# ---- block 1 ----
Fig. 1: block 1, the metal 1 layer
The bar under the picture is 20 µm long. Supply wires on this layer in gray.
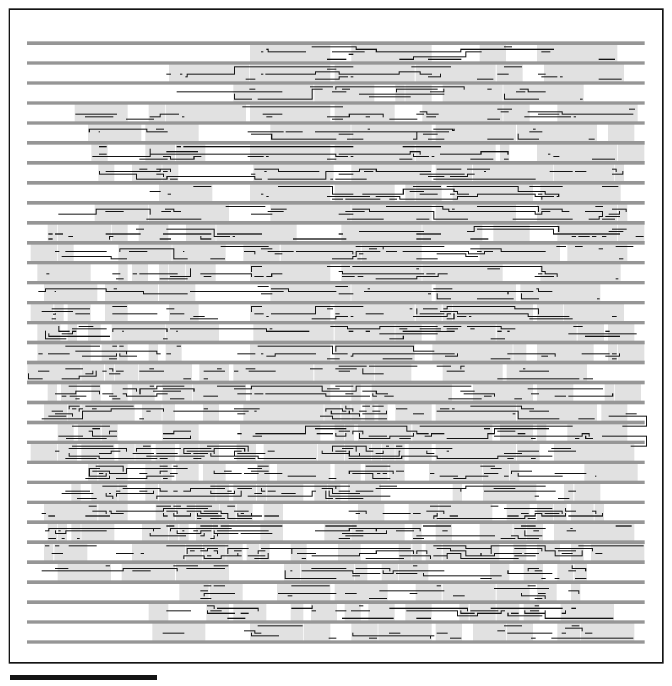
`config.mk`:
```
export PLATFORM = sky130hd
export DESIGN_NAME = uart_rx_buffer
export DESIGN_NICKNAME = d
export VERILOG_FILES = /design/src/rtl/uart_pkg.sv /design/src/rtl/sync_fifo.sv /design/src/rtl/uart_rx_buffer.sv
export SDC_FILE = /design/constraint.sdc
export NUM_CORES = 1
export LEC_CHECK = 0
export CAP_MARGIN = 20
export CORE_MARGIN = 2
export CORE_UTILIZATION = 62
export CTS_CLUSTER_DIAMETER = 50
export DETAILED_ROUTE_END_ITERATION = 10
export PLACE_DENSITY = 0.8
export SETUP_SLACK_MARGIN = 0.5
export SLEW_MARGIN = 25
export SYNTH_ARGS = -nofsm -noshare
export SYNTH_HDL_FRONTEND = slang
export SYNTH_SLANG_ARGS = --single-unit
```
`constraint.sdc`:
```
create_clock -name clk -period 6.4 [get_ports clk]
set_input_delay 1.28 -clock clk [delete_from_list [all_inputs] [get_ports clk]]
set_output_delay 1.28 -clock clk [all_outputs]
set_load 0.05 [all_outputs]
```
`src/rtl/uart_pkg.sv`:
```
// ============================================================================
// Module      : uart_pkg
// Description : Shared UART definitions: receiver FSM states, character width
//               and bit-period arithmetic for the RX and TX paths.
// Revision    : 1.0 - initial release
// ============================================================================
`default_nettype none

package uart_pkg;

    localparam int UART_DATA_BITS = 8;

    typedef enum logic [2:0] {
        RX_IDLE      = 3'd0,
        RX_START     = 3'd1,
        RX_DATA      = 3'd2,
        RX_STOP      = 3'd3,
        RX_WAIT_HIGH = 3'd4
    } rx_state_t;

    // Clock cycles per serial bit, truncated.
    function automatic int uart_bit_ticks(input int clock_freq, input int baud_rate);
        return clock_freq / baud_rate;
    endfunction

    function automatic int uart_half_ticks(input int clock_freq, input int baud_rate);
        return uart_bit_ticks(clock_freq, baud_rate) / 2;
    endfunction

endpackage

`default_nettype wire

```
`src/rtl/sync_fifo.sv`:
```
// ============================================================================
// Module      : sync_fifo
// Description : Single-clock show-ahead FIFO with registered occupancy count.
// Revision    : 1.0 - initial release
// ============================================================================
`default_nettype none

module sync_fifo #(
    parameter int WIDTH = 8,
    parameter int DEPTH = 8
) (
    input  logic                     clk,
    input  logic                     rst,
    input  logic                     push,
    input  logic [WIDTH-1:0]         din,
    input  logic                     pop,
    output logic [WIDTH-1:0]         dout,
    output logic [$clog2(DEPTH):0]   count,
    output logic                     full,
    output logic                     empty
);

    localparam int                c_PTR_W   = $clog2(DEPTH);
    localparam logic [c_PTR_W-1:0] c_PTR_ONE = c_PTR_W'(1);
    localparam logic [c_PTR_W:0]   c_CNT_ONE = (c_PTR_W + 1)'(1);
    localparam logic [c_PTR_W:0]   c_FULL    = (c_PTR_W + 1)'(DEPTH);

    logic [WIDTH-1:0]   r_mem [DEPTH];
    logic [c_PTR_W-1:0] r_wr_ptr;
    logic [c_PTR_W-1:0] r_rd_ptr;
    logic [c_PTR_W:0]   r_count;
    logic               w_do_push;
    logic               w_do_pop;

    assign empty = (r_count == '0);
    assign full  = (r_count == c_FULL);
    assign count = r_count;

    // A pop frees a slot in the same cycle, so a full FIFO still accepts a push.
    assign w_do_pop  = pop && !empty;
    assign w_do_push = push && (!full || w_do_pop);

    assign dout = empty ? '0 : r_mem[r_rd_ptr];

    always_ff @(posedge clk) begin
        if (rst) begin
            r_wr_ptr <= '0;
            r_rd_ptr <= '0;
            r_count  <= '0;
        end else begin
            if (w_do_push) begin
                r_wr_ptr <= r_wr_ptr + c_PTR_ONE;
            end
            if (w_do_pop) begin
                r_rd_ptr <= r_rd_ptr + c_PTR_ONE;
            end
            case ({w_do_push, w_do_pop})
                2'b10:   r_count <= r_count + c_CNT_ONE;
                2'b01:   r_count <= r_count - c_CNT_ONE;
                default: r_count <= r_count;
            endcase
        end
    end

    always_ff @(posedge clk) begin
        if (w_do_push) begin
            r_mem[r_wr_ptr] <= din;
        end
    end

endmodule

`default_nettype wire

```
`src/rtl/uart_rx_buffer.sv`:
```
// ============================================================================
// Module      : uart_rx_buffer
// Description : UART 8N1 receiver with input synchronizer, deframing FSM,
//               sticky error flags and a show-ahead receive FIFO.
// Revision    : 1.0 - initial release
// ============================================================================
`default_nettype none

module uart_rx_buffer
    import uart_pkg::*;
#(
    parameter int CLOCK_FREQ = 50_000_000,
    parameter int BAUD_RATE  = 115_200,
    parameter int DEPTH      = 8
) (
    input  logic                     clk,
    input  logic                     rst,
    input  logic                     serial_in,
    output logic [7:0]               data_out,
    output logic                     data_out_valid,
    input  logic                     data_out_ready,
    output logic [$clog2(DEPTH):0]   count,
    output logic                     overflow,
    output logic                     framing_error,
    input  logic                     err_clear
);

    localparam int c_BIT_T  = uart_bit_ticks(CLOCK_FREQ, BAUD_RATE);
    localparam int c_HALF_T = uart_half_ticks(CLOCK_FREQ, BAUD_RATE);
    localparam int c_CNT_W  = $clog2(c_BIT_T) + 1;
    localparam int c_IDX_W  = $clog2(UART_DATA_BITS);

    localparam logic [c_CNT_W-1:0] c_BIT_LAST  = c_CNT_W'(c_BIT_T - 1);
    localparam logic [c_CNT_W-1:0] c_HALF_LAST = c_CNT_W'(c_HALF_T - 1);
    localparam logic [c_CNT_W-1:0] c_CNT_ONE   = c_CNT_W'(1);
    localparam logic [c_IDX_W-1:0] c_IDX_LAST  = c_IDX_W'(UART_DATA_BITS - 1);
    localparam logic [c_IDX_W-1:0] c_IDX_ONE   = c_IDX_W'(1);

    logic                      r_sync1;
    logic                      r_rx_s;
    rx_state_t                 r_state;
    rx_state_t                 w_state_next;
    logic [c_CNT_W-1:0]        r_tick;
    logic [c_CNT_W-1:0]        w_tick_next;
    logic [c_IDX_W-1:0]        r_bit_idx;
    logic [c_IDX_W-1:0]        w_bit_idx_next;
    logic [UART_DATA_BITS-1:0] r_shift;
    logic [UART_DATA_BITS-1:0] w_shift_next;
    logic                      w_push;
    logic                      w_frame_err;
    logic                      w_full;
    logic                      w_empty;
    logic                      w_drop;
    logic                      r_overflow;
    logic                      r_framing_error;

    always_ff @(posedge clk) begin
        if (rst) begin
            r_sync1 <= 1'b1;
            r_rx_s  <= 1'b1;
        end else begin
            r_sync1 <= serial_in;
            r_rx_s  <= r_sync1;
        end
    end

    always_ff @(posedge clk) begin
        if (rst) begin
            r_state   <= RX_IDLE;
            r_tick    <= '0;
            r_bit_idx <= '0;
            r_shift   <= '0;
        end else begin
            r_state   <= w_state_next;
            r_tick    <= w_tick_next;
            r_bit_idx <= w_bit_idx_next;
            r_shift   <= w_shift_next;
        end
    end

    always_comb begin
        w_state_next   = r_state;
        w_tick_next    = r_tick + c_CNT_ONE;
        w_bit_idx_next = r_bit_idx;
        w_shift_next   = r_shift;
        w_push         = 1'b0;
        w_frame_err    = 1'b0;
        case (r_state)
            RX_IDLE: begin
                w_tick_next = '0;
                if (!r_rx_s) begin
                    w_state_next = RX_START;
                end
            end
            RX_START: begin
                // Mid-start-bit recheck rejects short glitches.
                if (r_tick == c_HALF_LAST) begin
                    w_tick_next = '0;
                    if (r_rx_s) begin
                        w_state_next = RX_IDLE;
                    end else begin
                        w_state_next   = RX_DATA;
                        w_bit_idx_next = '0;
                    end
                end
            end
            RX_DATA: begin
                if (r_tick == c_BIT_LAST) begin
                    w_tick_next  = '0;
                    w_shift_next = {r_rx_s, r_shift[UART_DATA_BITS-1:1]};
                    if (r_bit_idx == c_IDX_LAST) begin
                        w_state_next = RX_STOP;
                    end else begin
                        w_bit_idx_next = r_bit_idx + c_IDX_ONE;
                    end
                end
            end
            RX_STOP: begin
                if (r_tick == c_BIT_LAST) begin
                    w_tick_next = '0;
                    if (r_rx_s) begin
                        w_push       = 1'b1;
                        w_state_next = RX_IDLE;
                    end else begin
                        w_frame_err  = 1'b1;
                        w_state_next = RX_WAIT_HIGH;
                    end
                end
            end
            RX_WAIT_HIGH: begin
                // Do not resynchronize while the line is held in a break.
                w_tick_next = '0;
                if (r_rx_s) begin
                    w_state_next = RX_IDLE;
                end
            end
            default: begin
                w_tick_next  = '0;
                w_state_next = RX_IDLE;
            end
        endcase
    end

    sync_fifo #(
        .WIDTH (UART_DATA_BITS),
        .DEPTH (DEPTH)
    ) u_fifo (
        .clk   (clk),
        .rst   (rst),
        .push  (w_push),
        .din   (w_shift_next),
        .pop   (data_out_ready),
        .dout  (data_out),
        .count (count),
        .full  (w_full),
        .empty (w_empty)
    );

    assign data_out_valid = !w_empty;
    assign w_drop         = w_push && w_full && !data_out_ready;

    // Set events take priority over a coincident clear.
    always_ff @(posedge clk) begin
        if (rst) begin
            r_overflow      <= 1'b0;
            r_framing_error <= 1'b0;
        end else begin
            r_overflow      <= w_drop || (r_overflow && !err_clear);
            r_framing_error <= w_frame_err || (r_framing_error && !err_clear);
        end
    end

    assign overflow      = r_overflow;
    assign framing_error = r_framing_error;

endmodule

`default_nettype wire

```
==> qor.yml <==
final_timing:
  hold_viol_final: 0
  worst_pin_slew_ns: 0.957
  report.final.slew_viol_count: 0
  final_tally_of_setup_violations: 0
  post_layout_min_period_ns: 3.92
worst_setup_path:
  cp_data_arrival_time_ns: 2.64
  worst_ep_required_time_ns: 5.12
  reg2reg_from: "r_tick[2]"
  r2r-end: "u_fifo.count[2]"
  cp-start-kind: "flop"
synth:
  synthCells: 315
  post-synth-top-count-cell: "edfxtp_1"
  yosys.area_share.simple: 0.135
  synth_compound_gate_area_share: 0.0471
  yosys.stat.chipArea_mm2: 0.00446
  yosys.cell_types.count: 56
  enable_flop_cells: 64
  synth.largest_area_cell: "edfxtp_1"
grt:
  grt_antenna_before_repair: 0
  gr-usage-all-layers: 0.213
layout:
  finish.cell_count_without_fillers: 431
  nMultiInputCombCells: 189
  mostFrequentLayoutCells: "edfxtp_1, dfxtp_1, nor2_1"
  area_delta_synth_final_pct: 9.84
  layout-drive-gt1-share: 0.155
  biggest_regs: "u_fifo.r_mem (64), r_tick (10), r_shift (8)"
  final-comb-area_mm2: 0.00163
  seq-cell-share: 0.560
  area.share.combinational: 0.333
min_path:
  worst_hold_path_type: "reg -> reg"
  holdCritStartpoint: "r_sync1"
floorplan:
  design.core.area_mm2: 0.00687
  taps: 96
  fp.dieArea_mm2: 0.00789
  die_w_um: 88.8
  core_util_floorplan: 0.650
outcome:
  run_status: "complete, no violations"
place:
  numPlacedInstances: 416
  global_placer_s_final_weighted_congestion: 0.758
clock_network:
  clock.latency.late_pin_ns: 0.35
  tritoncts_clock_tree: "yes"
  cts.repair_timing.setup_buffer_count: 0
pwr:
  netSwitchingFraction: 0.193
  vdd_ir_drop_max_v: 0.000130
  total_power_uw: 1100
route:
  initialDrtViolationCount: 218
  average_wire_length_per_cell_after_detail_routing_um: 17.5
  post-route-drc-count: 0
## Picture notes: Fig. 1
The longest straight run is 25.8 µm. 324 nets have wire on it.
met1 usage: 0.272
number of vias in the routed layout: 2486

==> through the flow <==
step / instance area, µm² / util / worst slack [ns] / hold slack, ns
after global routing: 4900 / 0.713 / 2.32 / 0.452
after detailed placement: 4720 / 0.687 / 2.51 / 0.395
final: 4900 / 0.713 / 2.48 / 0.415
after floorplan: 4460 / - / 3.18 / 0.389
after global placement: 4720 / 0.687 / 2.51 / 0.395
after CTS: 4900 / 0.713 / 2.07 / 0.417
==> per-layer routing <==
layer  vias up  share of wire
met4         0          0.010
met1      1212           0.43
met3         6          0.056
li1       1206              -
met2        62           0.51
met5         -              0

# ---- block 2 ----
### config.mk
export PLATFORM = sky130hd
export DESIGN_NAME = lcd_note_writer
export DESIGN_NICKNAME = d
export VERILOG_FILES = /design/src/rtl/lcd_note_writer.sv
export SDC_FILE = /design/constraint.sdc
export NUM_CORES = 1
export LEC_CHECK = 0
export ABC_CLOCK_PERIOD_IN_PS = 9100
export CAP_MARGIN = 15
export CORE_ASPECT_RATIO = 1.75
export CORE_MARGIN = 4
export CORE_UTILIZATION = 55
export DETAILED_ROUTE_END_ITERATION = 10
export PLACE_DENSITY = 0.79
export SLEW_MARGIN = 20
export SYNTH_ARGS = -nofsm -noshare
export SYNTH_HDL_FRONTEND = slang
export SYNTH_SLANG_ARGS = --single-unit
export TNS_END_PERCENT = 10
### constraint.sdc
create_clock -name clk -period 9.1 [get_ports clk]
set_input_delay 1.82 -clock clk [delete_from_list [all_inputs] [get_ports clk]]
set_output_delay 1.82 -clock clk [all_outputs]
set_load 0.01 [all_outputs]
### src/rtl/lcd_note_writer.sv
// lcd_note_writer
// ---------------------------------------------------------------------------
// Drives an HD44780-compatible 16x2 character LCD in 8-bit write-only mode and
// keeps the four-character note name from the note-to-character stage on
// screen. After reset it waits for the LCD to power up, runs the init command
// sequence, and then rewrites the four characters whenever the input word
// differs from the last value written.
//
// Ports:
//   clk          system clock (50 MHz nominal)
//   reset_n      asynchronous active-low reset
//   note_chars   four ASCII characters, [31:24] leftmost, [7:0] rightmost
//   lcd_data     LCD DB7..DB0
//   lcd_rs       0 = command byte, 1 = data byte
//   lcd_rw       tied low (write only)
//   lcd_en       LCD enable strobe
//   init_done    high once the init sequence has completed (sticky)
//   busy         high while powering up, initialising or writing
//   update_count number of completed display updates, wraps 255 -> 0
// ---------------------------------------------------------------------------
module lcd_note_writer #(
    parameter int EN_HIGH_CYCLES    = 25,
    parameter int CMD_WAIT_CYCLES   = 2500,
    parameter int CLEAR_WAIT_CYCLES = 100000,
    parameter int POWERUP_CYCLES    = 1000000,
    parameter int START_COL         = 0
) (
    input  logic        clk,
    input  logic        reset_n,
    input  logic [31:0] note_chars,
    output logic [7:0]  lcd_data,
    output logic        lcd_rs,
    output logic        lcd_rw,
    output logic        lcd_en,
    output logic        init_done,
    output logic        busy,
    output logic [7:0]  update_count
);

    // One shared counter times power-up, the enable pulse and the post-byte
    // waits, so it is sized for the longest of them.
    localparam int MAX_A    = (EN_HIGH_CYCLES > CMD_WAIT_CYCLES) ? EN_HIGH_CYCLES : CMD_WAIT_CYCLES;
    localparam int MAX_B    = (CLEAR_WAIT_CYCLES > POWERUP_CYCLES) ? CLEAR_WAIT_CYCLES : POWERUP_CYCLES;
    localparam int MAX_WAIT = (MAX_A > MAX_B) ? MAX_A : MAX_B;
    localparam int CW       = (MAX_WAIT < 1) ? 1 : $clog2(MAX_WAIT + 1);

    localparam logic [CW-1:0] PWR_LAST = CW'((POWERUP_CYCLES > 0) ? POWERUP_CYCLES - 1 : 0);
    localparam logic [CW-1:0] EN_LAST  = CW'((EN_HIGH_CYCLES > 0) ? EN_HIGH_CYCLES - 1 : 0);
    localparam logic [CW-1:0] CMD_W    = CW'(CMD_WAIT_CYCLES);
    localparam logic [CW-1:0] CLEAR_W  = CW'(CLEAR_WAIT_CYCLES);
    localparam logic [6:0]    COL_ADDR = 7'(START_COL);

    typedef enum logic [2:0] {
        ST_POWERUP,
        ST_INIT,
        ST_IDLE,
        ST_ADDR,
        ST_CHARS
    } state_t;

    typedef enum logic [1:0] {
        PH_SETUP,
        PH_PULSE,
        PH_WAIT
    } phase_t;

    state_t        state, state_n;
    phase_t        phase, phase_n;
    logic [CW-1:0] cnt, cnt_n;
    logic [1:0]    idx, idx_n;
    logic [31:0]   snapshot, snap_n;
    logic          init_done_n;
    logic [7:0]    count_n;
    logic          load_byte;
    logic          byte_done;
    logic [CW-1:0] wait_len;

    // Byte (with its rs bit) that a given state/index position sends. Init
    // commands: function set 8-bit/2-line/5x8, display on, clear, entry mode.
    function automatic logic [8:0] byte_for(input state_t st, input logic [1:0] i,
                                            input logic [31:0] snap);
        logic [8:0] b;
        b = 9'h000;
        case (st)
            ST_INIT: begin
                case (i)
                    2'd0:    b = 9'h038;
                    2'd1:    b = 9'h00C;
                    2'd2:    b = 9'h001;
                    default: b = 9'h006;
                endcase
            end
            ST_ADDR:  b = {2'b01, COL_ADDR};
            ST_CHARS: begin
                case (i)
                    2'd0:    b = {1'b1, snap[31:24]};
                    2'd1:    b = {1'b1, snap[23:16]};
                    2'd2:    b = {1'b1, snap[15:8]};
                    default: b = {1'b1, snap[7:0]};
                endcase
            end
            default:  b = 9'h000;
        endcase
        return b;
    endfunction

    // The clear command needs the long wait; decided from the byte currently
    // on the bus, which is stable for the whole transfer.
    assign wait_len = (!lcd_rs && (lcd_data == 8'h01)) ? CLEAR_W : CMD_W;

    assign lcd_rw = 1'b0;

    // Next-state logic for the top FSM and the SETUP/PULSE/WAIT byte engine.
    // Whenever a transfer is about to enter SETUP, load_byte requests that the
    // new byte be latched onto the bus in the same edge.
    always_comb begin
        state_n     = state;
        phase_n     = phase;
        cnt_n       = cnt;
        idx_n       = idx;
        snap_n      = snapshot;
        init_done_n = init_done;
        count_n     = update_count;
        load_byte   = 1'b0;
        byte_done   = 1'b0;

        case (state)
            ST_POWERUP: begin
                if (cnt >= PWR_LAST) begin
                    state_n   = ST_INIT;
                    phase_n   = PH_SETUP;
                    idx_n     = 2'd0;
                    cnt_n     = '0;
                    load_byte = 1'b1;
                end else begin
                    cnt_n = cnt + 1'b1;
                end
            end
            ST_IDLE: begin
                if (note_chars != snapshot) begin
                    snap_n    = note_chars;
                    state_n   = ST_ADDR;
                    phase_n   = PH_SETUP;
                    idx_n     = 2'd0;
                    cnt_n     = '0;
                    load_byte = 1'b1;
                end
            end
            default: begin
                case (phase)
                    PH_SETUP: begin
                        phase_n = PH_PULSE;
                        cnt_n   = '0;
                    end
                    PH_PULSE: begin
                        if (cnt >= EN_LAST) begin
                            if (wait_len == '0) begin
                                byte_done = 1'b1;
                            end else begin
                                phase_n = PH_WAIT;
                                cnt_n   = '0;
                            end
                        end else begin
                            cnt_n = cnt + 1'b1;
                        end
                    end
                    PH_WAIT: begin
                        if (cnt >= wait_len - 1'b1) begin
                            byte_done = 1'b1;
                        end else begin
                            cnt_n = cnt + 1'b1;
                        end
                    end
                    default: begin
                        phase_n = PH_SETUP;
                    end
                endcase
            end
        endcase

        // End of a byte: advance through the command/character lists.
        if (byte_done) begin
            cnt_n   = '0;
            phase_n = PH_SETUP;
            case (state)
                ST_INIT: begin
                    if (idx == 2'd3) begin
                        init_done_n = 1'b1;
                        state_n     = ST_ADDR;
                        idx_n       = 2'd0;
                        snap_n      = note_chars;
                    end else begin
                        idx_n = idx + 2'd1;
                    end
                    load_byte = 1'b1;
                end
                ST_ADDR: begin
                    state_n   = ST_CHARS;
                    idx_n     = 2'd0;
                    load_byte = 1'b1;
                end
                ST_CHARS: begin
                    if (idx == 2'd3) begin
                        count_n = update_count + 8'd1;
                        state_n = ST_IDLE;
                    end else begin
                        idx_n     = idx + 2'd1;
                        load_byte = 1'b1;
                    end
                end
                default: begin
                end
            endcase
        end
    end

    // State and output registers. lcd_en and busy are registered from the
    // next-state values so the LCD pins are glitch-free; the async reset pulls
    // lcd_en low immediately.
    always_ff @(posedge clk or negedge reset_n) begin
        if (!reset_n) begin
            state        <= ST_POWERUP;
            phase        <= PH_SETUP;
            cnt          <= '0;
            idx          <= 2'd0;
            snapshot     <= 32'h20202020;
            lcd_data     <= 8'h00;
            lcd_rs       <= 1'b0;
            lcd_en       <= 1'b0;
            init_done    <= 1'b0;
            busy         <= 1'b1;
            update_count <= 8'd0;
        end else begin
            state        <= state_n;
            phase        <= phase_n;
            cnt          <= cnt_n;
            idx          <= idx_n;
            snapshot     <= snap_n;
            init_done    <= init_done_n;
            update_count <= count_n;
            busy         <= (state_n != ST_IDLE);
            lcd_en       <= (phase_n == PH_PULSE) &&
                            ((state_n == ST_INIT) || (state_n == ST_ADDR) || (state_n == ST_CHARS));
            if (load_byte) begin
                {lcd_rs, lcd_data} <= byte_for(state_n, idx_n, snap_n);
            end
        end
    end

endmodule
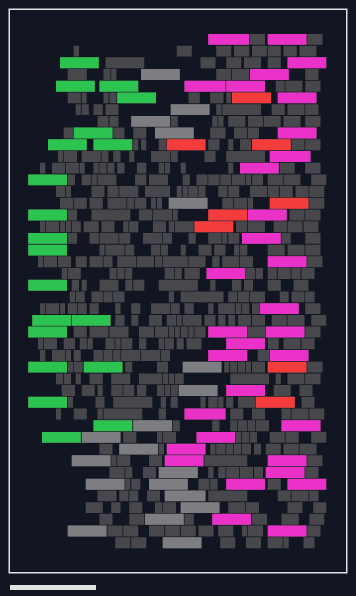
Fig. 2. Sequential cells grouped by signal name (block 2).
The bar under the picture is 20 µm long. Other sequential cells in the stronger gray, the rest of the logic in the fainter gray.
snapshot: drawn in magenta, flops 32. cnt: drawn in green, flops 20. lcd_data: drawn in red, flops 8.
FF/Latch Area: 0.00198 mm²
sequential-cell power consumption: 366 µW
flip-flop and latch share of the layout cell area: 0.352

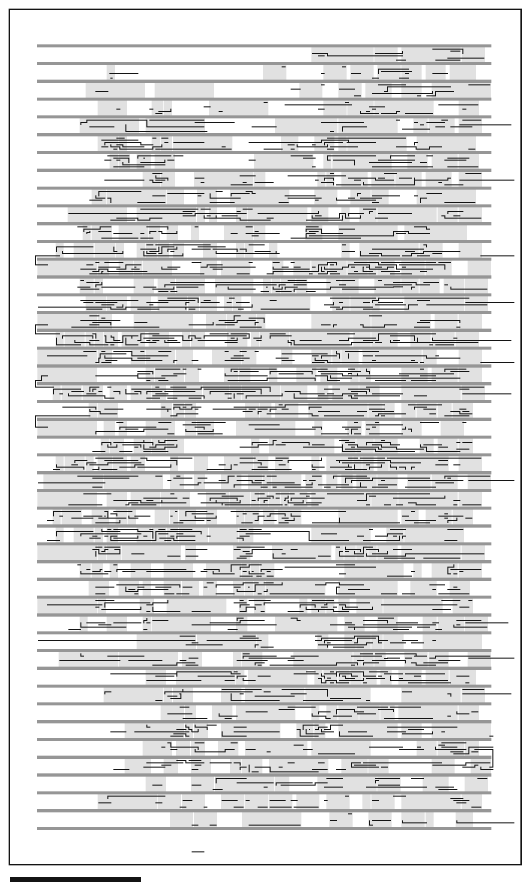
Fig. 3. The metal 1 layer (block 2).
The bar under the picture is 20 µm long. Supply wires on this layer in gray.
The layer holds 35% of the routed length. The wires run mostly horizontal.
number of vias in the routed layout: 3868
final wirelength: 12.1 mm
met1 usage: 0.260

==> qor.yml <==
outcome:
  run_status: "complete, no violations"
worst_setup_path:
  r2r-end: "lcd_data[6]"
  cpPeakStageDelay_ns: 0.58
  timing.critical_path.slowest_stage_cell: "nor2_4"
  worst_ep_required_time_ns: 9.31
  critical_path.endpoint_type: "flop"
  cp_data_arrival_time_ns: 4.96
  reg2reg_from: "lcd_data[1]"
  setup.worst_path.class: "in -> reg"
  worst_r2r_path_depth: 12
  critPathTopFamily: "simple AND/OR/NAND/NOR gates"
  cp.buffers_inverters: 1
  crit_chain: "clkdlybuf4s50_1 -> xor2_1 -> nor4_1 -> nand4_1 -> o21ba_2 -> nor2_4 -> mux2_2 -> nor2_1 -> o311ai_1"
  launch_point_of_the_worst_path: "note_chars[26]"
route:
  initialDrtViolationCount: 264
  route.layer.met1.wl_mm: 4.29
  met3RoutedLength_um: 443
  post-route-drc-count: 0
final_timing:
  post-route-period-util: 0.523
  post_layout_min_period_ns: 4.76
  max_clock_freq_mhz: 210
  setup_repair_after_global_routing_missed_its_margin: "false"
layout:
  num-nets-final: 572
  area_delta_synth_final_pct: 19.2
  clkbuf_count: 10
  mostFrequentLayoutCells: "dfrtp_1, clkdlybuf4s50_1, nor2_1"
  final_layout_fill_cell_count: 651
  final-comb-area_mm2: 0.00261
  layout_top_cell: "dfrtp_1"
  finalInstanceArea_mm2: 0.00563
  clock_cell_area_share: 0.0487
  area.share.combinational: 0.464
  final.signal_inverter_count: 14
  largestClassByArea: "combinational gates"
  largest_register_ffs: 32
  diodes: 0
synth:
  avgSynthCellArea_um2: 10.1
  yosys.cell_types.count: 74
  synth_stat.cells: 469
  common_cells: "dfrtp_1, nor2_1, xor2_1"
  async_reset_ff_frac: 1.00
clock_network:
  cts.htree.levels: 3
  clock.latency.late_pin_ns: 0.34
  post_cts.resized_instances: 0
  clk_root_buffer_cell: "clkbuf_16"
grt:
  grt_busiest_layer: "met2"
  wire_length_of_the_first_global_routing_pass_mm: 19.9
  gr-usage-met3: 0.0460
  leftover_overflow_at_the_end_of_global_routing: 0
  grt_antenna_before_repair: 0
pwr:
  total_power_uw: 751
  power_density_mw_per_mm2: 133
  vdd_ir_drop_max_v: 0.0000883
  total_leakage_power_uw: 0.00235
place:
  global_placer_s_final_weighted_congestion: 0.913
  place_ws_ns: 3.98
min_path:
  holdCritStartpoint: "init_done"
-- cells by family after synthesis --
| logic type | after synthesis | share of synthesized area |
|---|---|---|
| xor gates and xnor gates | 53 | 0.0983 |
| other | 1 | 0.000794 |
| muxes | 31 | 0.0723 |
| DFF | 79 | 0.420 |
| buffers and inverters | 29 | 0.0286 |
| AOI/OAI and AO/OA | 92 | 0.143 |
| and+or+nand+nor | 166 | 0.189 |
| adders and majority gates | 18 | 0.0477 |
-- report_power, final --
group	total (µW)	switching, µW	internal, µW
Clock	331	146	185
Sequential	366	6.01	360
Combinational	53.5	25.8	27.7
Total	751	178	573

# ---- block 3 ----
Fig. 4: block 3, port wiring
The bar under the picture is 20 µm long.
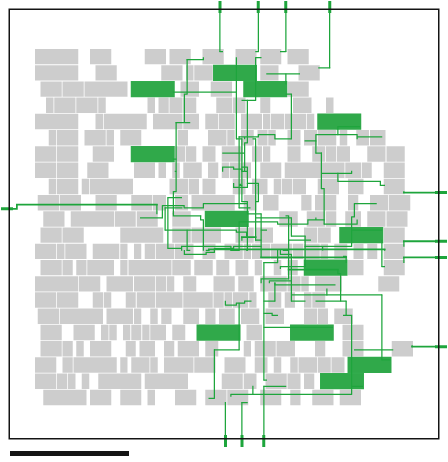
Fig. 5: block 3, the metal 1 layer
The bar under the picture is 20 µm long. Supply wires on this layer in gray.
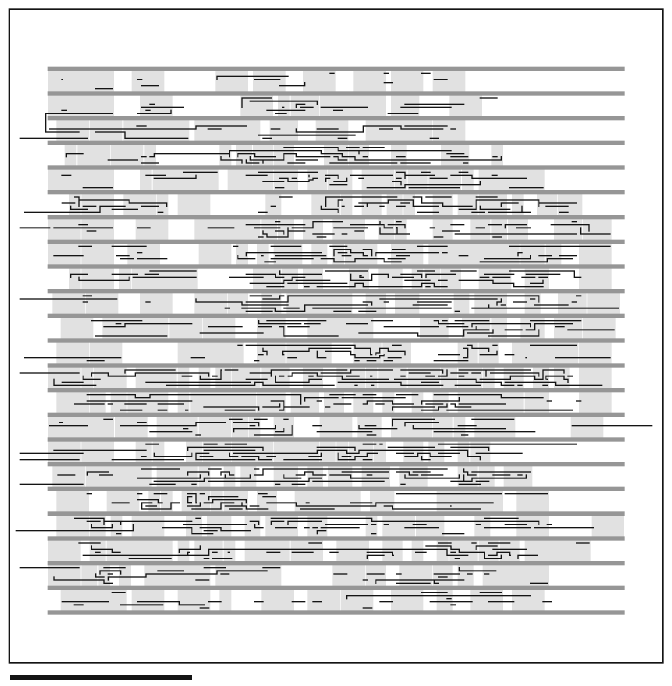
`config.mk`:
```
export PLATFORM = sky130hd
export DESIGN_NAME = cpu_sequencer
export DESIGN_NICKNAME = d
export VERILOG_FILES = /design/src/rtl/cpu_pkg.sv /design/src/rtl/pc_unit.sv /design/src/rtl/cpu_sequencer.sv
export SDC_FILE = /design/constraint.sdc
export NUM_CORES = 1
export LEC_CHECK = 0
export CORE_MARGIN = 4
export CORE_UTILIZATION = 49
export CTS_CLUSTER_DIAMETER = 30
export DETAILED_ROUTE_END_ITERATION = 8
export PLACE_DENSITY = 0.85
export RECOVER_POWER = 100
export SLEW_MARGIN = 20
export SYNTH_ARGS = -nofsm -noshare
export SYNTH_HDL_FRONTEND = slang
export SYNTH_SLANG_ARGS = --single-unit
```
`constraint.sdc`:
```
create_clock -name clk -period 3.6 [get_ports clk]
set_input_delay 0.54 -clock clk [delete_from_list [all_inputs] [get_ports clk]]
set_output_delay 0.54 -clock clk [all_outputs]
set_load 0.01 [all_outputs]
```
`src/rtl/cpu_pkg.sv`:
```
// Shared types and constants for the 4-bit CPU sequencer and its PC unit.
// Latency: n/a (declarations only).
// Backpressure: n/a.
package cpu_pkg;

    // Default widths: program counter / ROM address, and ROM word
    localparam int DEF_PC_W  = 12;
    localparam int DEF_ROM_W = 8;

    // Top bit of each nibble inside a ROM word: instr = [7:4], oprnd = [3:0]
    localparam int INSTR_HI = 7;
    localparam int OPR_HI   = 3;

    // Sequencer states; phase output is 1 only in ST_EXEC
    typedef enum logic [1:0] {
        ST_HALT  = 2'd0,
        ST_FETCH = 2'd1,
        ST_EXEC  = 2'd2
    } state_t;

endpackage

```
`src/rtl/pc_unit.sv`:
```
// Program counter with load-over-increment priority and modulo-2^PC_W wrap.
// Latency: pc updates one clk after the strobes; next_pc is the combinational preview.
// Backpressure: none; en = 0 freezes the counter regardless of strobes.
module pc_unit
    import cpu_pkg::*;
#(
    parameter int PC_W = DEF_PC_W
) (
    input  logic            clk,
    input  logic            reset_n,
    input  logic            en,
    input  logic            incPC,
    input  logic            loadPC,
    input  logic [PC_W-1:0] pc_target,
    output logic [PC_W-1:0] pc,
    output logic [PC_W-1:0] next_pc
);

    // Value pc takes at the next edge; also used for the breakpoint compare
    always_comb begin
        next_pc = pc;
        if (en) begin
            if (loadPC) begin
                next_pc = pc_target;
            end else if (incPC) begin
                next_pc = pc + PC_W'(1);
            end
        end
    end

    // PC register, synchronous active-low reset to address 0
    always_ff @(posedge clk) begin
        if (!reset_n) begin
            pc <= '0;
        end else begin
            pc <= next_pc;
        end
    end

endmodule

```
`src/rtl/cpu_sequencer.sv`:
```
// Fetch/execute sequencer: PC, fetch register, phase, C/Z flags, run/step/breakpoint control.
// Latency: one instruction per 2 clk (FETCH then EXEC); halt requests act at the end of EXEC.
// Backpressure: none; run = 0 or a breakpoint parks the machine in HALT with exec_en low.
module cpu_sequencer
    import cpu_pkg::*;
#(
    parameter int PC_W  = DEF_PC_W,
    parameter int ROM_W = DEF_ROM_W
) (
    input  logic             clk,
    input  logic             reset_n,
    input  logic             run,
    input  logic             step,
    input  logic             bp_en,
    input  logic [PC_W-1:0]  bp_addr,
    output logic [PC_W-1:0]  rom_addr,
    input  logic [ROM_W-1:0] rom_data,
    output logic [3:0]       instr,
    output logic [3:0]       oprnd,
    output logic             phase,
    output logic             cflag,
    output logic             zflag,
    input  logic             incPC,
    input  logic             loadPC,
    input  logic             loadF,
    input  logic [PC_W-1:0]  pc_target,
    input  logic             alu_c,
    input  logic             alu_z,
    output logic             exec_en,
    output logic             halted,
    output logic             bp_hit
);

    state_t          state;
    state_t          state_nxt;
    logic            run_q;
    logic            single;
    logic            single_nxt;
    logic            skip_bp;
    logic            skip_nxt;
    logic            bp_hit_nxt;
    logic            run_rise;
    logic            bp_trig;
    logic            pc_en;
    logic [PC_W-1:0] pc;
    logic [PC_W-1:0] next_pc;

    assign pc_en    = (state == ST_FETCH) || (state == ST_EXEC);
    assign rom_addr = pc;
    assign run_rise = run && !run_q;
    // Breakpoint looks at where the PC lands after this EXEC, unless we just resumed
    assign bp_trig  = bp_en && (next_pc == bp_addr) && !skip_bp;

    pc_unit #(
        .PC_W (PC_W)
    ) u_pc (
        .clk       (clk),
        .reset_n   (reset_n),
        .en        (pc_en),
        .incPC     (incPC),
        .loadPC    (loadPC),
        .pc_target (pc_target),
        .pc        (pc),
        .next_pc   (next_pc)
    );

    // State register plus debug control bits (single-step, skip-bp, sticky bp_hit, run history)
    always_ff @(posedge clk) begin
        if (!reset_n) begin
            state   <= ST_HALT;
            run_q   <= 1'b0;
            single  <= 1'b0;
            skip_bp <= 1'b0;
            bp_hit  <= 1'b0;
        end else begin
            state   <= state_nxt;
            run_q   <= run;
            single  <= single_nxt;
            skip_bp <= skip_nxt;
            bp_hit  <= bp_hit_nxt;
        end
    end

    // Next-state logic; run beats step, breakpoint beats single-step for bp_hit
    always_comb begin
        state_nxt  = state;
        single_nxt = single;
        skip_nxt   = skip_bp;
        bp_hit_nxt = bp_hit;
        case (state)
            ST_HALT: begin
                if (run_rise || (run && !bp_hit)) begin
                    state_nxt  = ST_FETCH;
                    single_nxt = 1'b0;
                    skip_nxt   = 1'b1;
                    bp_hit_nxt = 1'b0;
                end else if (step && !run) begin
                    state_nxt  = ST_FETCH;
                    single_nxt = 1'b1;
                    skip_nxt   = 1'b1;
                    bp_hit_nxt = 1'b0;
                end
            end
            ST_FETCH: begin
                state_nxt = ST_EXEC;
            end
            ST_EXEC: begin
                skip_nxt = 1'b0;
                if (single || !run || bp_trig) begin
                    state_nxt = ST_HALT;
                end else begin
                    state_nxt = ST_FETCH;
                end
                if (bp_trig) begin
                    bp_hit_nxt = 1'b1;
                end
            end
            default: begin
                state_nxt = ST_HALT;
            end
        endcase
    end

    // Decoded status outputs
    always_comb begin
        phase   = (state == ST_EXEC);
        halted  = (state == ST_HALT);
        exec_en = (state != ST_HALT);
    end

    // Fetch register captures the ROM word during FETCH only
    always_ff @(posedge clk) begin
        if (!reset_n) begin
            instr <= 4'h0;
            oprnd <= 4'h0;
        end else if (state == ST_FETCH) begin
            instr <= rom_data[INSTR_HI -: 4];
            oprnd <= rom_data[OPR_HI -: 4];
        end
    end

    // Flag register loads from the ALU during EXEC only
    always_ff @(posedge clk) begin
        if (!reset_n) begin
            cflag <= 1'b0;
            zflag <= 1'b0;
        end else if ((state == ST_EXEC) && loadF) begin
            cflag <= alu_c;
            zflag <= alu_z;
        end
    end

endmodule

```
==> qor.yml <==
worst_setup_path:
  critical_path_cell_count: 8
  setup.worst_path.class: "reg -> reg"
  worstSetupEndpoint: "state[0]"
  reg2reg_from: "state[0]"
  critical_path.endpoint_type: "flop"
  crit_chain: "inv_1 -> ha_1 -> nor2b_1 -> a221oi_1 -> xor2_1 -> o2111ai_1 -> nor4_1 -> a31oi_1"
  cpPeakStageDelay_ns: 0.44
min_path:
  worst_hold_path.endpoint: "zflag"
  min_delay_path_depth: 2
floorplan:
  core_util_floorplan: 0.524
  die_w_um: 71.7
synth:
  postSynthNetCount: 288
  yosys.area_share.simple: 0.284
  synthTopLogicFamily: "simple AND/OR/NAND/NOR gates"
  common_cells: "dfxtp_1, nor2_1, nand2_1"
  yosys_warnings: 0
  synth_stat.cells: 240
  syn_area_mm2: 0.00199
  area_leaders: "dfxtp_1, mux2i_1, nor2_1"
  synth.area.mux_share: 0.0503
clock_network:
  cts_buffer_count: 3
  holdBufCountCts: 0
  cts.htree.levels: 1
  clock.latency.late_pin_ns: 0.28
final_timing:
  post_layout_min_period_ns: 2.70
  worst_pin_slew_ns: 0.733
pwr:
  internal_power_uw: 647
  power.sequential.total_uw: 392
layout:
  clkbuf_count: 4
  diodes: 0
  final.signal_inverter_count: 12
  final_layout_fill_cell_count: 339
  largest_register_ffs: 12
  nMultiInputCombCells: 184
place:
  io_buffer_count: 67
  placed_area_mm2: 0.00261
grt:
  first_global_vias: 2032
route:
  post-route-drc-count: 0
  routed_via_density: 5.89
outcome:
  run_status: "complete, no violations"
About Fig. 4:
rom_addr: drawn in green, bits 12, direction output, edge 4 top, 4 right, 3 bottom, 1 left, end cells 12, buffers 12, wire 781 µm.

About Fig. 5:
306 nets have wire on it. The layer holds 43% of the routed length. The layer carries 2410 µm of wire. The wires run mostly horizontal. The longest straight run is 27.6 µm.
number of vias in the routed layout: 2037
final wirelength: 5.54 mm
met1 usage: 0.264

-- stage by stage --
stage / power, µW / utilization / worst slack (ns) / std cells / hold slack (ns)
finish: 1010 / 0.697 / 0.902 / 346 / 0.462
global route: 1080 / 0.697 / 0.661 / 346 / 0.480
CTS: 1040 / 0.703 / 0.998 / 346 / 0.468
detailed placement: 829 / 0.688 / 0.832 / 342 / 0.450
global placement: 821 / 0.688 / 0.867 / 342 / 0.445
floorplan: 671 / - / 1.51 / 240 / 0.449
-- tightest hold or removal path, stage by stage (launching register included) --
cell     delay (ns)
dfxtp_1        0.32
nand2_1        0.05
a21oi_1        0.05

# ---- block 4 ----
Fig. 6: block 4, routed metal, one color a layer
Only two layers are drawn.
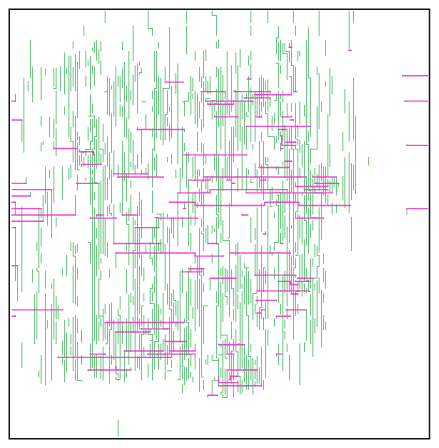
Fig. 7: block 4, the metal 1 layer
The bar under the picture is 20 µm long. Supply wires on this layer in gray.
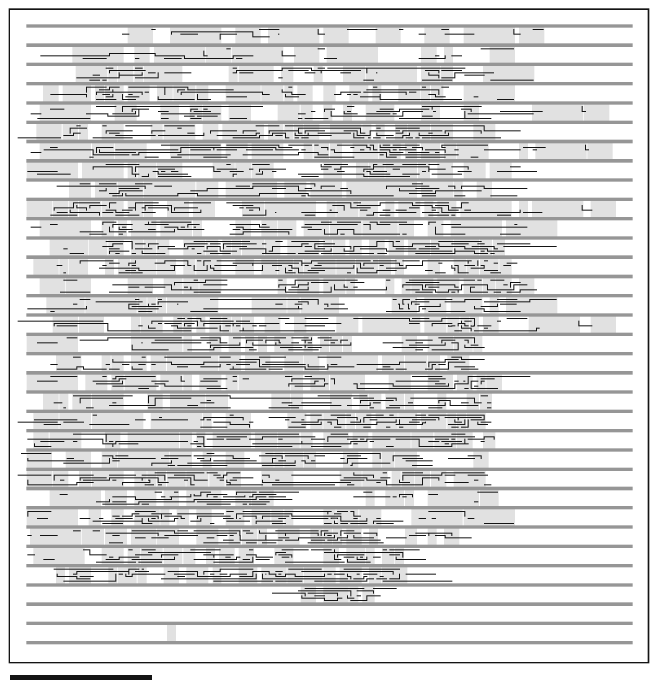
===== config.mk =====
export PLATFORM = sky130hd
export DESIGN_NAME = controller
export DESIGN_NICKNAME = d
export VERILOG_FILES = /design/src/rtl/controller.sv
export SDC_FILE = /design/constraint.sdc
export NUM_CORES = 1
export LEC_CHECK = 0
export CORE_AREA = 2 2 88 90
export DETAILED_ROUTE_END_ITERATION = 12
export DIE_AREA = 0 0 90 92
export GPL_ROUTABILITY_DRIVEN = 1
export PLACE_DENSITY = 0.79
export SYNTH_ARGS = -nofsm -noshare
export SYNTH_HDL_FRONTEND = slang
export SYNTH_SLANG_ARGS = --single-unit

===== constraint.sdc =====
create_clock -name clk -period 17.4 [get_ports clk]
set_input_delay 1.74 -clock clk [delete_from_list [all_inputs] [get_ports clk]]
set_output_delay 1.74 -clock clk [all_outputs]
set_load 0.005 [all_outputs]

===== src/rtl/controller.sv =====
// rtl/controller.sv - PI controller on two +/-1 bitstreams; CONTROLLER_SAT_EN selects saturating over wrapping arithmetic
module controller #(
    parameter int WIDTH    = 24,
    parameter int KP_SHIFT = 4,
    parameter int KI_SHIFT = 0
) (
    input  logic                    clk,
    input  logic                    rst,
    input  logic                    in,
    input  logic                    fbin,
    output logic signed [WIDTH-1:0] out
);

    logic signed [2:0]       err;
    logic signed [WIDTH-1:0] acc_q, acc_d;
    logic signed [WIDTH-1:0] out_q, out_d;

    // A set bit encodes -1, so in=0/fbin=1 is +1 - (-1) = +2.
    always_comb begin
        err = 3'sd0;
        case ({in, fbin})
            2'b01:   err = 3'sd2;
            2'b10:   err = -3'sd2;
            default: err = 3'sd0;
        endcase
    end

`ifdef CONTROLLER_SAT_EN
    localparam int EW = WIDTH + 2;
    localparam logic signed [WIDTH-1:0] SAT_MAX = {1'b0, {(WIDTH-1){1'b1}}};
    localparam logic signed [WIDTH-1:0] SAT_MIN = {1'b1, {(WIDTH-1){1'b0}}};

    logic signed [EW-1:0] acc_sum, out_sum;

    function automatic logic signed [WIDTH-1:0] clamp(input logic signed [EW-1:0] v);
        if (v > EW'(SAT_MAX))
            return SAT_MAX;
        else if (v < EW'(SAT_MIN))
            return SAT_MIN;
        else
            return v[WIDTH-1:0];
    endfunction

    always_comb begin
        acc_sum = EW'(acc_q) + (EW'(err) <<< KI_SHIFT);
        acc_d   = clamp(acc_sum);
        out_sum = EW'(acc_d) + (EW'(err) <<< KP_SHIFT);
        out_d   = clamp(out_sum);
    end
`else
    // Wrapping: the low WIDTH bits of a wider sum equal the WIDTH-bit sum.
    always_comb begin
        acc_d = acc_q + (WIDTH'(err) <<< KI_SHIFT);
        out_d = acc_d + (WIDTH'(err) <<< KP_SHIFT);
    end
`endif

    always_ff @(posedge clk) begin
        if (rst) begin
            acc_q <= '0;
            out_q <= '0;
        end else begin
            acc_q <= acc_d;
            out_q <= out_d;
        end
    end

    assign out = out_q;

endmodule


==> qor.yml <==
outcome:
  run_status: "complete, no violations"
floorplan:
  die_h_um: 92
  core_util_floorplan: 0.529
  taps: 102
  fp.dieArea_mm2: 0.00828
synth:
  xor_area_frac: 0.105
  yosys.stat.chipArea_mm2: 0.00394
  synth.largest_area_cell: "dfxtp_1"
  dominantRegCellSynth: "dfxtp_1"
  postSynthRegisterBits: 42
worst_setup_path:
  cp-start-kind: "input port"
  critical_path.endpoint_type: "flop"
  crit_chain: "clkdlybuf4s50_1 -> ha_2 -> buf_4 -> xor2_1 -> ha_1 -> inv_1 -> o32a_1 -> nand2_1 -> a22oi_1 -> o21ai_0 -> a31oi_1 -> o22ai_1 -> a41oi_1 -> a21oi_1 -> xor2_1 -> ha_1 -> and3_1 -> a32oi_1 -> a31oi_1 -> o21a_2 -> o32a_1 -> mux2_4"
  critical_path_cell_count: 22
  reg2reg_from: "acc_q[2]"
  setup.worst_path.class: "in -> reg"
  cp_data_arrival_time_ns: 7.17
layout:
  postLayoutCoreUtil: 0.563
  buffers_excl_clock: 29
  seq-cell-share: 0.200
  nMultiInputCombCells: 396
  layout_top_cell: "nor2_1"
  largestClassByArea: "combinational gates"
  diodes: 0
  layout-drive-gt1-share: 0.0862
route:
  post-route-drc-count: 0
  initialDrtViolationCount: 406
place:
  post-dp-hpwl_mm: 6.53
  numPlacedInstances: 581
  io_buffer_count: 26
final_timing:
  final_critical_path_setup_slack_ns: 10.43
  skew_ns: 0.0177
  max_clock_freq_mhz: 143
  hold_slack_ns: 0.558
  post-route-period-util: 0.401
  final_tally_of_setup_violations: 0
clock_network:
  clock.latency.late_pin_ns: 0.31
  cts_buffer_count: 5
  cts.clk_slew.worst_paths_ns: 0.08
job:
  maxCapViolCount: 0
  stage_log_warnings: 27
min_path:
  min_delay_path_depth: 2
## Picture notes: Fig. 6
M2: drawn in green, wire length 4230 µm. M3: drawn in magenta, wire length 626 µm.
number of vias in the routed layout: 3689
final wirelength: 9.45 mm
total routing usage reported by global routing: 0.229
average wire length per cell after detail routing: 16.0 µm

## Picture notes: Fig. 7
The layer holds 45% of the routed length. 476 nets have wire on it.

## path summary, 6_finish.rpt
check,endpoint
max,out[22]
min,acc_q[23]
max reg2reg,out[22]
min reg2reg,acc_q[23]
## flip-flops by register name, indices dropped and copies added (netlist names)
| signal | cells |
|---|---|
| out | 19 |
| acc_q | 23 |
## metal layers
metal	track usage	wire [µm]
met3	0.0460	625
met4	0.118	379
met1	0.298	4220
met2	0.360	4230
met5	0	0
## power by group
group,internal [µW],switching [µW],total (µW)
logic,97.6,101,199
registers,117,25.2,142
clock network,32.0,37.3,69.3

# ---- block 5 ----
## src/rtl/pc_gen.sv

```systemverilog
// pc_gen: fetch program-counter generator for a dual-slot fetch front end.
//
// Produces the registered slot-1 fetch address, the slot-2 address (slot 1 + 4)
// and per-slot valid bits. Redirects (exception over branch) load the PC one
// cycle later. A redirect that arrives while the fetch register is stalled
// is parked in a pending register and applied when the stall releases.
//
// Ports:
//   clk           clock, all state updates on its rising edge
//   rst           synchronous active-high reset
//   flush_EX      exception/ertn redirect request
//   i_EX_target   exception redirect target
//   flush_BR      branch-mispredict redirect request
//   i_BR_target   branch redirect target
//   stall_ICache  downstream fetch register holding; PC must not advance
//   o_PC1         registered slot-1 fetch address
//   o_PC2         o_PC1 + 4
//   o_is_valid    {slot 2 valid, slot 1 valid}
//   o_fault_ADEF  misaligned-fetch fault flag
//
// Configuration:
//   PC_GEN_ALIGN_CHECK_EN  defined: misaligned targets load unmasked, raise
//                          o_fault_ADEF and freeze the PC until the next
//                          loaded redirect. Undefined: target[1:0] is forced
//                          to zero and o_fault_ADEF stays 0.

module pc_gen #(
    parameter logic [31:0] RESET_PC = 32'h1C00_0000
) (
    input  logic        clk,
    input  logic        rst,
    input  logic        flush_EX,
    input  logic [31:0] i_EX_target,
    input  logic        flush_BR,
    input  logic [31:0] i_BR_target,
    input  logic        stall_ICache,
    output logic [31:0] o_PC1,
    output logic [31:0] o_PC2,
    output logic [1:0]  o_is_valid,
    output logic        o_fault_ADEF
);

    typedef enum logic [1:0] {StBoot, StRun, StHold} state_e;

    state_e      state_q, state_d;
    logic [31:0] pc_q, pc_d;
    logic [31:0] pend_tgt_q, pend_tgt_d;
    logic        pend_ex_q, pend_ex_d;
    logic        fault_q, fault_d;

    logic        live_redir;
    logic [31:0] live_tgt;
    logic        load;
    logic [31:0] load_tgt;

    assign live_redir = flush_EX | flush_BR;
    assign live_tgt   = flush_EX ? i_EX_target : i_BR_target;

    always_comb begin
        state_d    = state_q;
        pc_d       = pc_q;
        pend_tgt_d = pend_tgt_q;
        pend_ex_d  = pend_ex_q;
        fault_d    = fault_q;
        load       = 1'b0;
        load_tgt   = 32'h0;

        case (state_q)
            // One bubble cycle after reset; inputs are ignored.
            StBoot: state_d = StRun;

            StRun: begin
                if (stall_ICache) begin
                    if (live_redir) begin
                        pend_tgt_d = live_tgt;
                        pend_ex_d  = flush_EX;
                        state_d    = StHold;
                    end
                end else if (live_redir) begin
                    load     = 1'b1;
                    load_tgt = live_tgt;
                end else if (!fault_q) begin
                    // Advance to the next 8-byte-aligned pair.
                    pc_d = pc_q + (pc_q[2] ? 32'd4 : 32'd8);
                end
            end

            StHold: begin
                if (stall_ICache) begin
                    // A branch may not displace a pending exception.
                    if (flush_EX) begin
                        pend_tgt_d = i_EX_target;
                        pend_ex_d  = 1'b1;
                    end else if (flush_BR && !pend_ex_q) begin
                        pend_tgt_d = i_BR_target;
                        pend_ex_d  = 1'b0;
                    end
                end else begin
                    load       = 1'b1;
                    load_tgt   = live_redir ? live_tgt : pend_tgt_q;
                    pend_tgt_d = 32'h0;
                    pend_ex_d  = 1'b0;
                    state_d    = StRun;
                end
            end

            default: state_d = StBoot;
        endcase

        if (load) begin
`ifdef PC_GEN_ALIGN_CHECK_EN
            pc_d    = load_tgt;
            fault_d = |load_tgt[1:0];
`else
            pc_d    = {load_tgt[31:2], 2'b00};
            fault_d = 1'b0;
`endif
        end
    end

    always_ff @(posedge clk) begin
        if (rst) begin
            state_q    <= StBoot;
            pc_q       <= RESET_PC;
            pend_tgt_q <= 32'h0;
            pend_ex_q  <= 1'b0;
            fault_q    <= 1'b0;
        end else begin
            state_q    <= state_d;
            pc_q       <= pc_d;
            pend_tgt_q <= pend_tgt_d;
            pend_ex_q  <= pend_ex_d;
            fault_q    <= fault_d;
        end
    end

    always_comb begin
        if (state_q == StBoot) begin
            o_is_valid = 2'b00;
        end else if (fault_q) begin
            o_is_valid = 2'b01;
        end else begin
            // Slot 2 only when it stays inside the same 8-byte pair.
            o_is_valid = {~pc_q[2], 1'b1};
        end
    end

    assign o_PC1 = pc_q;
    assign o_PC2 = pc_q + 32'd4;

`ifdef PC_GEN_ALIGN_CHECK_EN
    assign o_fault_ADEF = fault_q;
`else
    assign o_fault_ADEF = 1'b0;
`endif

endmodule

```

## config.mk

```make
export PLATFORM = sky130hd
export DESIGN_NAME = pc_gen
export DESIGN_NICKNAME = d
export VERILOG_FILES = /design/src/rtl/pc_gen.sv
export SDC_FILE = /design/constraint.sdc
export NUM_CORES = 1
export LEC_CHECK = 0
export ABC_AREA = 1
export CORE_ASPECT_RATIO = 0.7
export CORE_MARGIN = 5
export CORE_UTILIZATION = 45
export CTS_CLUSTER_DIAMETER = 30
export DETAILED_ROUTE_END_ITERATION = 8
export GPL_TIMING_DRIVEN = 0
export PLACE_DENSITY = 0.87
export SYNTH_ARGS = -nofsm -noshare
export SYNTH_HDL_FRONTEND = slang
export SYNTH_SLANG_ARGS = --single-unit
```

## constraint.sdc

```tcl
create_clock -name clk -period 1.9 [get_ports clk]
set_input_delay 0.57 -clock clk [delete_from_list [all_inputs] [get_ports clk]]
set_output_delay 0.57 -clock clk [all_outputs]
set_load 0.1 [all_outputs]
```

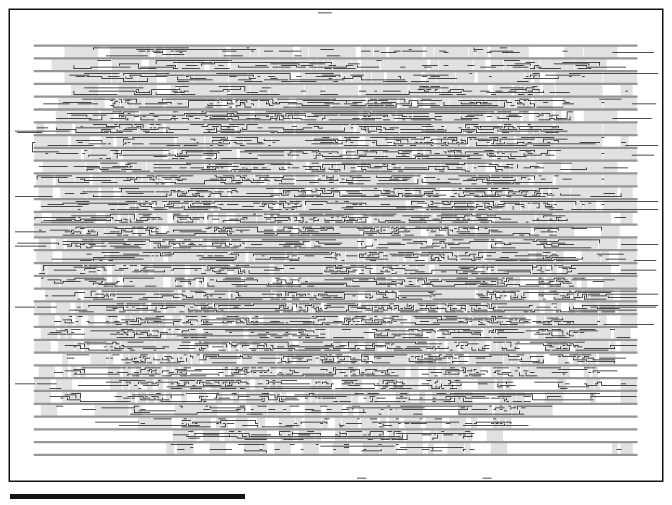
Fig. 8. The metal 1 layer (block 5).
The bar under the picture is 50 µm long. Supply wires on this layer in gray.
The wires run mostly horizontal. The layer holds 34% of the routed length. The layer carries 9220 µm of wire. The longest straight run is 46.9 µm.
final wirelength: 26.8 mm
number of vias in the routed layout: 7948
met1 usage: 0.444

==> qor.yml <==
worst_setup_path:
  reg2reg_from: "o_PC1[2]"
  cp.buffers_inverters: 6
pwr:
  pwr-share-comb: 0.667
  power_clock_uw: 1680
place:
  io_buffer_count: 124
layout:
  final-comb-area_mm2: 0.00454
  flop-count: 63
  nMultiInputCombCells: 750
  layout-drive-gt1-share: 0.321
  final.signal_inverter_count: 60
outcome:
  run_status: "finished, violations left"
  violated_checks: "setup timing"
clock_network:
  cts.clk_slew.worst_paths_ns: 0.06
  tritoncts_clock_tree: "yes"
job:
  stage_log_warnings: 37
final_timing:
  maxSlewHeadroom: 0.365
  final_tally_of_setup_violations: 50
  final_critical_path_setup_slack_ns: -0.807
synth:
  postSynthRegisterBits: 63
floorplan:
  die_h_um: 100
route:
  antenna_left: 0
grt:
  gr-usage-met3: 0.0790
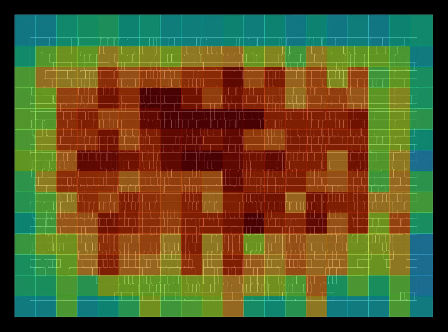
Fig. 9. Congestion heat map (block 5).
average wire length per cell after detail routing: 20.7 µm
busiest metal layer after global routing: met2
Global Route met2 Usage: 0.521

==> flip-flops by register name, indices dropped and copies added, names as in the netlist <==
name	count
o_PC1	30
pend_ex_q	1
pend_tgt_q	30
state_q	2
==> per-stage QoR <==
stage	hold WS, ns	TNS, ns	power, µW
floorplan	0.429	-33.42	7210
global placement	0.447	-73.42	8790
detailed placement	0.454	-74.88	8870
CTS	0.463	-13.41	11300
global route	0.482	-19.92	12400
finish	0.461	-17.31	12000


==> layout pictures side by side <==
Sequential cells grouped by signal name.
Plate I
The bar under the picture is 20 µm long. Other cells in gray.
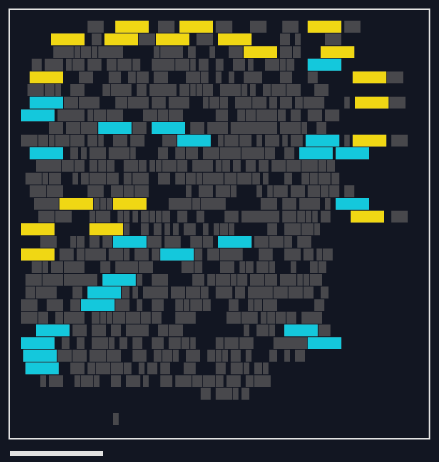
Plate II
The bar under the picture is 20 µm long. Other sequential cells in the stronger gray, the rest of the logic in the fainter gray.
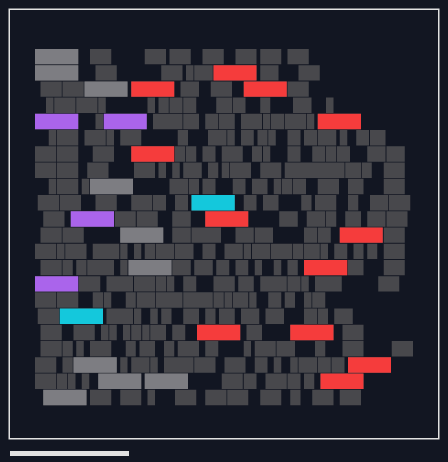
Plate III
The bar under the picture is 20 µm long. Other sequential cells in the stronger gray, the rest of the logic in the fainter gray.
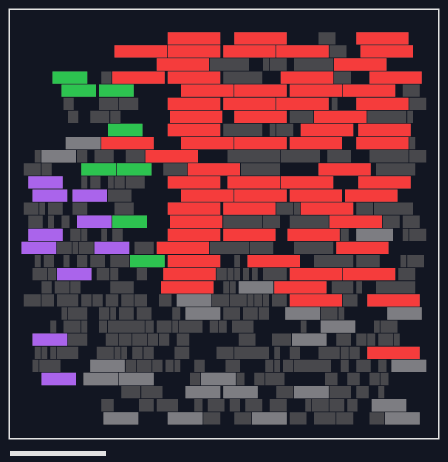
Plate IV
The bar under the picture is 50 µm long. Other sequential cells in the stronger gray, the rest of the logic in the fainter gray.
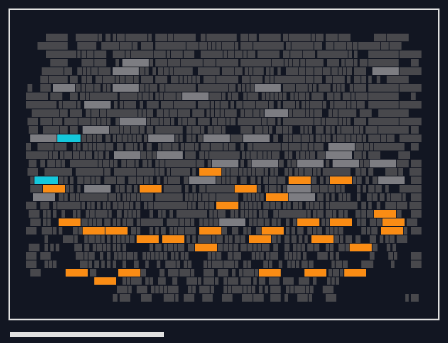
- fewest cells: Plate II
- most sequential cells: Plate III
| picture | from |
|---|---|
| Plate IV | block 5 |
| Plate I | block 4 |
| Plate II | block 3 |
| Plate III | block 1 |

Key to Plate III:
r_tick: drawn in purple, flops 10, where left middle. u_fifo.r_mem: drawn in red, flops 64. r_shift: drawn in green, flops 8.
Another 23 sequential cells are not colored.

No activity file was given, so power comes from the tool's default toggle rates.
